# ---- block 1 ----
===== config.mk =====
export PLATFORM = sky130hd
export DESIGN_NAME = fb_port_arbiter
export DESIGN_NICKNAME = d
export VERILOG_FILES = /design/src/rtl/fb_pkg.sv /design/src/rtl/fb_clear_engine.sv /design/src/rtl/fb_port_arbiter.sv
export SDC_FILE = /design/constraint.sdc
export NUM_CORES = 1
export LEC_CHECK = 0
export ABC_CLOCK_PERIOD_IN_PS = 3200
export CAP_MARGIN = 5
export CORE_MARGIN = 5
export CORE_UTILIZATION = 35
export DETAILED_ROUTE_END_ITERATION = 10
export PLACE_DENSITY = 0.66
export SKIP_CTS_REPAIR_TIMING = 1
export SLEW_MARGIN = 20
export SYNTH_ARGS = -nofsm -noshare
export SYNTH_HDL_FRONTEND = slang
export SYNTH_SLANG_ARGS = --single-unit

===== constraint.sdc =====
create_clock -name clk_in -period 3.2 [get_ports clk_in]
set_input_delay 0.48 -clock clk_in [delete_from_list [all_inputs] [get_ports clk_in]]
set_output_delay 0.48 -clock clk_in [all_outputs]
set_load 0.005 [all_outputs]

===== src/rtl/fb_pkg.sv =====
// rtl/fb_pkg.sv - frame-buffer constants, HDMI timing and arbiter state type
package fb_pkg;

  localparam int FB_BYTES = 256;

  // 1280x720p60 timing
  localparam int H_ACTIVE = 1280;
  localparam int H_TOTAL  = 1650;
  localparam int V_ACTIVE = 720;
  localparam int V_TOTAL  = 750;

  localparam int ACTIVE_V = V_ACTIVE;

  typedef enum logic [1:0] {
    IDLE,
    RD_WAIT,
    CLEAR
  } fb_arb_state_t;

endpackage


===== src/rtl/fb_clear_engine.sv =====
// rtl/fb_clear_engine.sv - sweeps FB_BYTES addresses after a one-cycle start strobe
module fb_clear_engine #(
  parameter int ADDR_W   = 8,
  parameter int FB_BYTES = 256
) (
  input  logic              clk,
  input  logic              rst,
  input  logic              start,
  output logic              busy,
  output logic              done,
  output logic              last,
  output logic [ADDR_W-1:0] addr
);

  localparam int CNT_W = ADDR_W + 1;

  // One bit wider than the address so a full 2^ADDR_W sweep ends without wrapping
  logic [CNT_W-1:0] count;

  assign last = busy && (count == CNT_W'(FB_BYTES - 1));
  assign addr = count[ADDR_W-1:0];

  always_ff @(posedge clk) begin
    if (rst) begin
      busy  <= 1'b0;
      done  <= 1'b0;
      count <= '0;
    end else begin
      done <= 1'b0;
      if (start) begin
        busy  <= 1'b1;
        count <= '0;
      end else if (busy) begin
        if (last) begin
          busy <= 1'b0;
          done <= 1'b1;
        end
        count <= count + 1'b1;
      end
    end
  end

endmodule


===== src/rtl/fb_port_arbiter.sv =====
// rtl/fb_port_arbiter.sv - shares frame-buffer BRAM port A between the CPU and the clear engine
module fb_port_arbiter #(
  parameter int ADDR_W       = 8,
  parameter int FB_BYTES     = fb_pkg::FB_BYTES,
  parameter int READ_LATENCY = 2,
  parameter int ACTIVE_V     = fb_pkg::ACTIVE_V
) (
  input  logic              clk_in,
  input  logic              rst_in,
  input  logic [9:0]        vcount_in,
  input  logic              tear_free_in,
  input  logic              cpu_req_in,
  input  logic              cpu_we_in,
  input  logic [ADDR_W-1:0] cpu_addr_in,
  input  logic [7:0]        cpu_data_in,
  output logic              cpu_ack_out,
  output logic [7:0]        cpu_data_out,
  input  logic              clr_req_in,
  output logic              clr_busy_out,
  output logic              clr_done_out,
  output logic [ADDR_W-1:0] mem_addr_out,
  output logic              mem_we_out,
  output logic [7:0]        mem_data_out,
  input  logic [7:0]        mem_data_in
);

  import fb_pkg::*;

  localparam int LAT_W = $clog2(READ_LATENCY + 2);

  fb_arb_state_t state, state_next;

  logic              vblank;
  logic              gate_open;
  logic              clr_pending;
  logic [LAT_W-1:0]  lat_count;
  logic              clr_start;
  logic              do_write;
  logic              do_read;
  logic              rd_done;
  logic              set_pending;
  logic              clr_busy;
  logic              clr_done;
  logic              clr_last;
  logic [ADDR_W-1:0] clr_addr;
  logic [ADDR_W-1:0] addr_q;
  logic [7:0]        data_q;
  logic              we_q;

  assign vblank    = (vcount_in >= 10'(ACTIVE_V));
  assign gate_open = !tear_free_in || vblank;

  always_ff @(posedge clk_in) begin
    if (rst_in) state <= IDLE;
    else        state <= state_next;
  end

  always_comb begin
    state_next  = state;
    clr_start   = 1'b0;
    do_write    = 1'b0;
    do_read     = 1'b0;
    rd_done     = 1'b0;
    set_pending = 1'b0;
    case (state)
      IDLE: begin
        if ((clr_pending || clr_req_in) && gate_open) begin
          clr_start  = 1'b1;
          state_next = CLEAR;
        end else begin
          set_pending = clr_req_in;
          if (cpu_req_in && cpu_we_in && gate_open) begin
            do_write = 1'b1;
          end else if (cpu_req_in && !cpu_we_in) begin
            do_read    = 1'b1;
            state_next = RD_WAIT;
          end
        end
      end
      RD_WAIT: begin
        set_pending = clr_req_in;
        if (lat_count == LAT_W'(READ_LATENCY)) begin
          rd_done    = 1'b1;
          state_next = IDLE;
        end
      end
      CLEAR: begin
        // Requests arriving mid-clear are dropped; the sweep already covers them
        if (clr_last) state_next = IDLE;
      end
      default: state_next = IDLE;
    endcase
  end

  always_ff @(posedge clk_in) begin
    if (rst_in) begin
      clr_pending  <= 1'b0;
      lat_count    <= '0;
      addr_q       <= '0;
      data_q       <= '0;
      we_q         <= 1'b0;
      cpu_ack_out  <= 1'b0;
      cpu_data_out <= '0;
    end else begin
      we_q        <= do_write;
      cpu_ack_out <= do_write || rd_done;
      if (clr_start)        clr_pending <= 1'b0;
      else if (set_pending) clr_pending <= 1'b1;
      if (do_write || do_read) addr_q <= cpu_addr_in;
      if (do_write)            data_q <= cpu_data_in;
      lat_count <= (state == RD_WAIT) ? lat_count + 1'b1 : '0;
      if (rd_done) cpu_data_out <= mem_data_in;
    end
  end

  fb_clear_engine #(
    .ADDR_W   (ADDR_W),
    .FB_BYTES (FB_BYTES)
  ) u_clear (
    .clk   (clk_in),
    .rst   (rst_in),
    .start (clr_start),
    .busy  (clr_busy),
    .done  (clr_done),
    .last  (clr_last),
    .addr  (clr_addr)
  );

  // Both sources are flops; the clear engine owns the port whenever it is busy
  assign mem_addr_out = clr_busy ? clr_addr : addr_q;
  assign mem_we_out   = clr_busy || we_q;
  assign mem_data_out = clr_busy ? 8'h00 : data_q;
  assign clr_busy_out = clr_busy;
  assign clr_done_out = clr_done;

endmodule

# ---- block 2 ----
--- src/rtl/uart_tx_arbiter.sv ---
// Round-robin arbiter sharing one UART word serializer among N_CH packet sources.
// Emits a header word per packet, then the granted channel's payload words.
module uart_tx_arbiter #(
  parameter int N_CH = 4,
  parameter int CW   = 2
) (
  input  logic              CLK,
  input  logic              RST,
  input  logic [N_CH-1:0]   CH_REQ,
  input  logic [8*N_CH-1:0] CH_LEN,
  input  logic [16*N_CH-1:0] CH_Q,
  output logic [N_CH-1:0]   CH_RD,
  output logic [N_CH-1:0]   CH_ACK,
  output logic [15:0]       OUT_DATA,
  output logic              OUT_ENA,
  output logic              OUT_LAST_AND_ODD,
  input  logic              OUT_BUSY,
  output logic [CW-1:0]     GRANT,
  output logic              ACTIVE,
  output logic [1:0]        STATE_MON
);

  typedef enum logic [1:0] {
    IDLE = 2'd0,
    HDR  = 2'd1,
    PAY  = 2'd2,
    DONE = 2'd3
  } state_t;

  localparam logic [CW:0] NCH = (CW+1)'(N_CH);

  state_t          state_q, state_d;
  logic [CW-1:0]   rr_q, rr_d;
  logic [CW-1:0]   grant_q, grant_d;
  logic [7:0]      len_q, len_d;
  logic [7:0]      wl_q, wl_d;
  logic [15:0]     data_q, data_d;
  logic            ena_q, ena_d;
  logic            lao_q, lao_d;
  logic [N_CH-1:0] rd_q, rd_d;
  logic [N_CH-1:0] ack_q, ack_d;

  logic [7:0]      len_a [N_CH];
  logic [15:0]     q_a [N_CH];
  logic [N_CH-1:0] grant_oh;
  logic [CW-1:0]   pick;
  logic [CW:0]     idx;
  logic            found;
  logic            issue;

  always_comb begin
    for (int i = 0; i < N_CH; i++) begin
      len_a[i]    = CH_LEN[8*i +: 8];
      q_a[i]      = CH_Q[16*i +: 16];
      grant_oh[i] = (grant_q == CW'(i));
    end
  end

  // Cyclic search for the first requester at or after rr_q
  always_comb begin
    pick  = '0;
    found = 1'b0;
    idx   = '0;
    for (int i = 0; i < N_CH; i++) begin
      idx = {1'b0, rr_q} + (CW+1)'(i);
      if (idx >= NCH) idx = idx - NCH;
      if (!found && CH_REQ[idx[CW-1:0]]) begin
        found = 1'b1;
        pick  = idx[CW-1:0];
      end
    end
  end

  // One guard cycle after every strobe lets the serializer raise BUSY
  assign issue = !OUT_BUSY && !ena_q;

  always_comb begin
    state_d = state_q;
    rr_d    = rr_q;
    grant_d = grant_q;
    len_d   = len_q;
    wl_d    = wl_q;
    data_d  = data_q;
    lao_d   = lao_q;
    ena_d   = 1'b0;
    rd_d    = '0;
    ack_d   = '0;
    unique case (state_q)
      IDLE: begin
        // A source still shows REQ during its ACK cycle; skip that cycle
        if (found && ack_q == '0) begin
          grant_d = pick;
          len_d   = len_a[pick];
          wl_d    = 8'(({1'b0, len_a[pick]} + 9'd1) >> 1);
          state_d = HDR;
        end
      end
      HDR: begin
        if (issue) begin
          data_d  = {len_q, 8'hA0 | 8'(grant_q)};
          ena_d   = 1'b1;
          lao_d   = 1'b0;
          state_d = (wl_q == 8'd0) ? DONE : PAY;
        end
      end
      PAY: begin
        if (issue) begin
          data_d = q_a[grant_q];
          ena_d  = 1'b1;
          rd_d   = grant_oh;
          wl_d   = wl_q - 8'd1;
          if (wl_q == 8'd1) begin
            lao_d   = len_q[0];
            state_d = DONE;
          end else begin
            lao_d = 1'b0;
          end
        end
      end
      DONE: begin
        ack_d   = grant_oh;
        rr_d    = (grant_q == CW'(N_CH-1)) ? '0 : grant_q + CW'(1);
        state_d = IDLE;
      end
      default: state_d = IDLE;
    endcase
  end

  always_ff @(posedge CLK or negedge RST) begin
    if (!RST) begin
      state_q <= IDLE;
      rr_q    <= '0;
      grant_q <= '0;
      len_q   <= '0;
      wl_q    <= '0;
      data_q  <= '0;
      ena_q   <= 1'b0;
      lao_q   <= 1'b0;
      rd_q    <= '0;
      ack_q   <= '0;
    end else begin
      state_q <= state_d;
      rr_q    <= rr_d;
      grant_q <= grant_d;
      len_q   <= len_d;
      wl_q    <= wl_d;
      data_q  <= data_d;
      ena_q   <= ena_d;
      lao_q   <= lao_d;
      rd_q    <= rd_d;
      ack_q   <= ack_d;
    end
  end

  assign OUT_DATA         = data_q;
  assign OUT_ENA          = ena_q;
  assign OUT_LAST_AND_ODD = lao_q;
  assign CH_RD            = rd_q;
  assign CH_ACK           = ack_q;
  assign GRANT            = grant_q;
  assign ACTIVE           = (state_q != IDLE);
  assign STATE_MON        = state_q;

endmodule

--- config.mk ---
export PLATFORM = sky130hd
export DESIGN_NAME = uart_tx_arbiter
export DESIGN_NICKNAME = d
export VERILOG_FILES = /design/src/rtl/uart_tx_arbiter.sv
export SDC_FILE = /design/constraint.sdc
export NUM_CORES = 1
export LEC_CHECK = 0
export ABC_AREA = 1
export CAP_MARGIN = 30
export CORE_UTILIZATION = 45
export DETAILED_ROUTE_END_ITERATION = 10
export PLACE_DENSITY = 0.82
export SETUP_SLACK_MARGIN = 0.3
export SLEW_MARGIN = 20
export SYNTH_ARGS = -nofsm -noshare
export SYNTH_HDL_FRONTEND = slang
export SYNTH_SLANG_ARGS = --single-unit
--- constraint.sdc ---
create_clock -name CLK -period 3.3 [get_ports CLK]
set_input_delay 0.66 -clock CLK [delete_from_list [all_inputs] [get_ports CLK]]
set_output_delay 0.66 -clock CLK [all_outputs]
set_load 0.05 [all_outputs]
block_2/m3.png
Cells faint in the background.
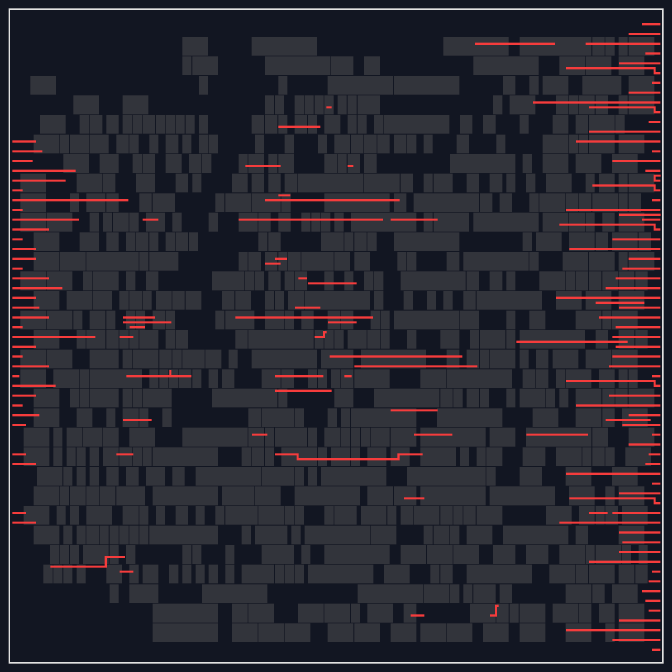
nets with wire on the layer: 128
wire length on this layer: 822 um
share of all routed wire: 7.5%

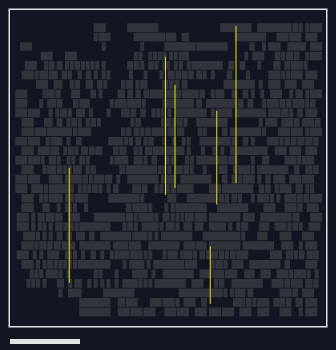
block_2/m4.png
Bar = 20 um. Cells faint in the background.
nets with wire on the layer: 6
longest straight run: 44.9 um
share of all routed wire: 1.7%
final wirelength: 10900 um
Via Count: 4002

==> flow_metrics.tcl, block 2 <==
# flow metrics
set metrics [dict create \
    top_usage_layer "met2" \
    largest_reg_flops 16 \
    seqCellArea_um2 1200 \
    most_common_cell "nand2_1" \
    use_met3_pct 5.22 \
    place_area_um2 4960 \
    drt_iter0_drc 212 \
    grt_pass1_wl_um 17400 \
    top_logic_kind "simple AND/OR/NAND/NOR gates" \
    rsz0062_at_grt "false" \
    ys.flop_type "dfrtp_1" \
    slew_headroom_pct 54.1 \
    p_sw_mw 3.27 \
    wl_met2_um 5350 \
    syn-instance-count 522 \
    drive_gt1_share_pct 10.1 \
    worstMarginPinSlew_ns 0.688 \
    ys_seq_share_pct 33.9 \
    synth-seq-cells 48 \
    dp.cells 741 \
    top_area_share_pct 33.9 \
    core_area_um2 7450 \
    synthToLayoutAreaGrowth_pct 46.1 \
    period_minus_slack_ns 2.85 \
    n_clock_buffer 5 \
    synthesis.nets 636 \
    aoi_share_pct 17.6 \
    drtPass1Iterations 4 \
    crit_fanout 13 \
    worst_skew_pair.late_latency_ns 0.30 \
    status "finished, final reports clean" \
    setup_viol 0 \
    num-fill-cells 634 \
]
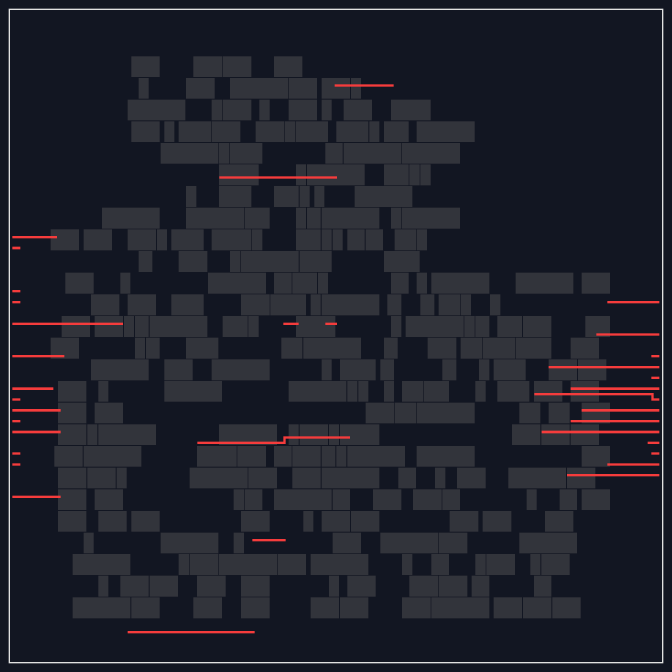
block_1/m3.png
Cells faint in the background.
nets with wire on the layer: 30
wire length on this layer: 225 um
longest straight run: 15.6 um
main direction: horizontal
share of all routed wire: 5.5%
Via Count: 1508
M3 GR Usage: 3.51%
final wirelength: 4080 um

==> flow_metrics.tcl, block 1 <==
# flow metrics
set metrics [dict create \
    p_sw_uw 249 \
    status "finished, final reports clean" \
    critPathMaxStageDelay_ns 0.78 \
    dp_hpwl_um 3000 \
    seq_share_pct 32.4 \
    top_logic_kind "simple AND/OR/NAND/NOR gates" \
    aoi_share_pct 7.67 \
    grt_pass1_vias 1484 \
    r2r_end "addr_q[7]$_SDFFE_PP0P_" \
    hp-class "reg2reg" \
    p_sw_share_pct 23.6 \
    io_buffers 63 \
    r2r_slack_ns 1.41 \
    ys_sh_adder_pct 2.07 \
    yosysUniqueCellTypes 35 \
    lay_top_cells "clkdlybuf4s50_1 (63), dfxtp_1 (42), nor2_1 (34)" \
    top_area_share_pct 46.4 \
    leakage_nw 1.03 \
    final_cells 324 \
    drtPass1Iterations 4 \
    cts-buffers-inserted 5 \
    gr-usage-met1_pct 17.7 \
    bufAreaShareNonClock_pct 25.2 \
    ys_sh_simple_pct 19.8 \
    final_common_cell "clkdlybuf4s50_1" \
    place_area_um2 2510 \
    ys_seq_share_pct 46.4 \
    hold_start "lat_count[0]$_SDFF_PP0_" \
    clock-root-buffer "clkbuf_8" \
    critPathKind "reg2out" \
    whs_ns 0.418 \
    max_cap_viol_count 0 \
    largest_reg_flops 9 \
    cp_data_arrival_time_ns 2.01 \
    diodes 0 \
    seqCellArea_um2 841 \
    holdPathEnd "lat_count[0]$_SDFF_PP0_" \
    clock_sinks 42 \
    synthesis.nets 235 \
]

==> notes/layouts.md <==
Pictures saved along the way, in no particular order.

The metal 2 layer.
(a)
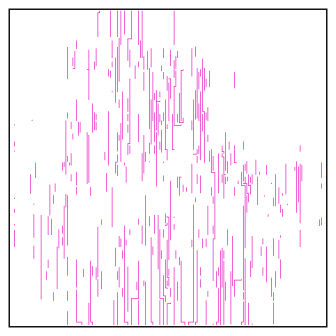
(b)
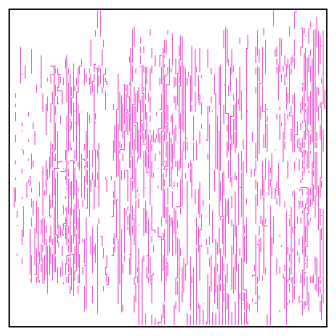
(b) is block 2.
(a) is block 1.

Key to (a):
wire length on this layer: 1860 um
nets with wire on the layer: 248



==> notes/layouts.md <==
Pictures saved along the way, in no particular order.

Congestion heat map.
panel A
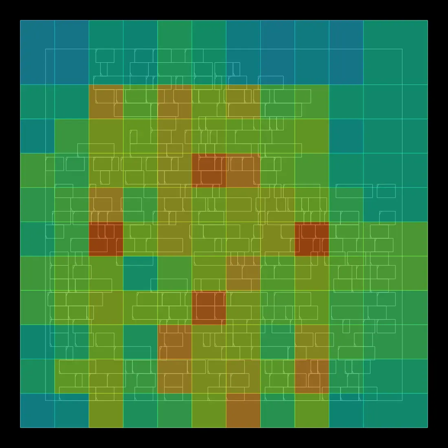
panel B
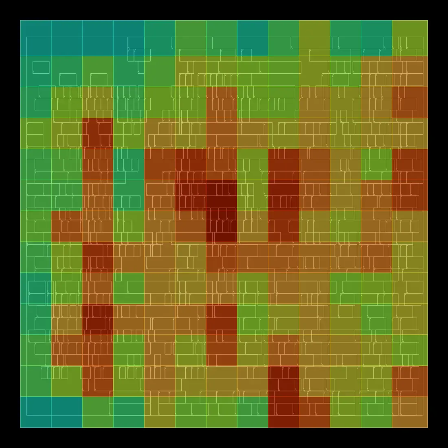
The one with the highest track usage is panel B.
The one with the highest utilization is panel B.
block 2 -> panel B
block 1 -> panel A

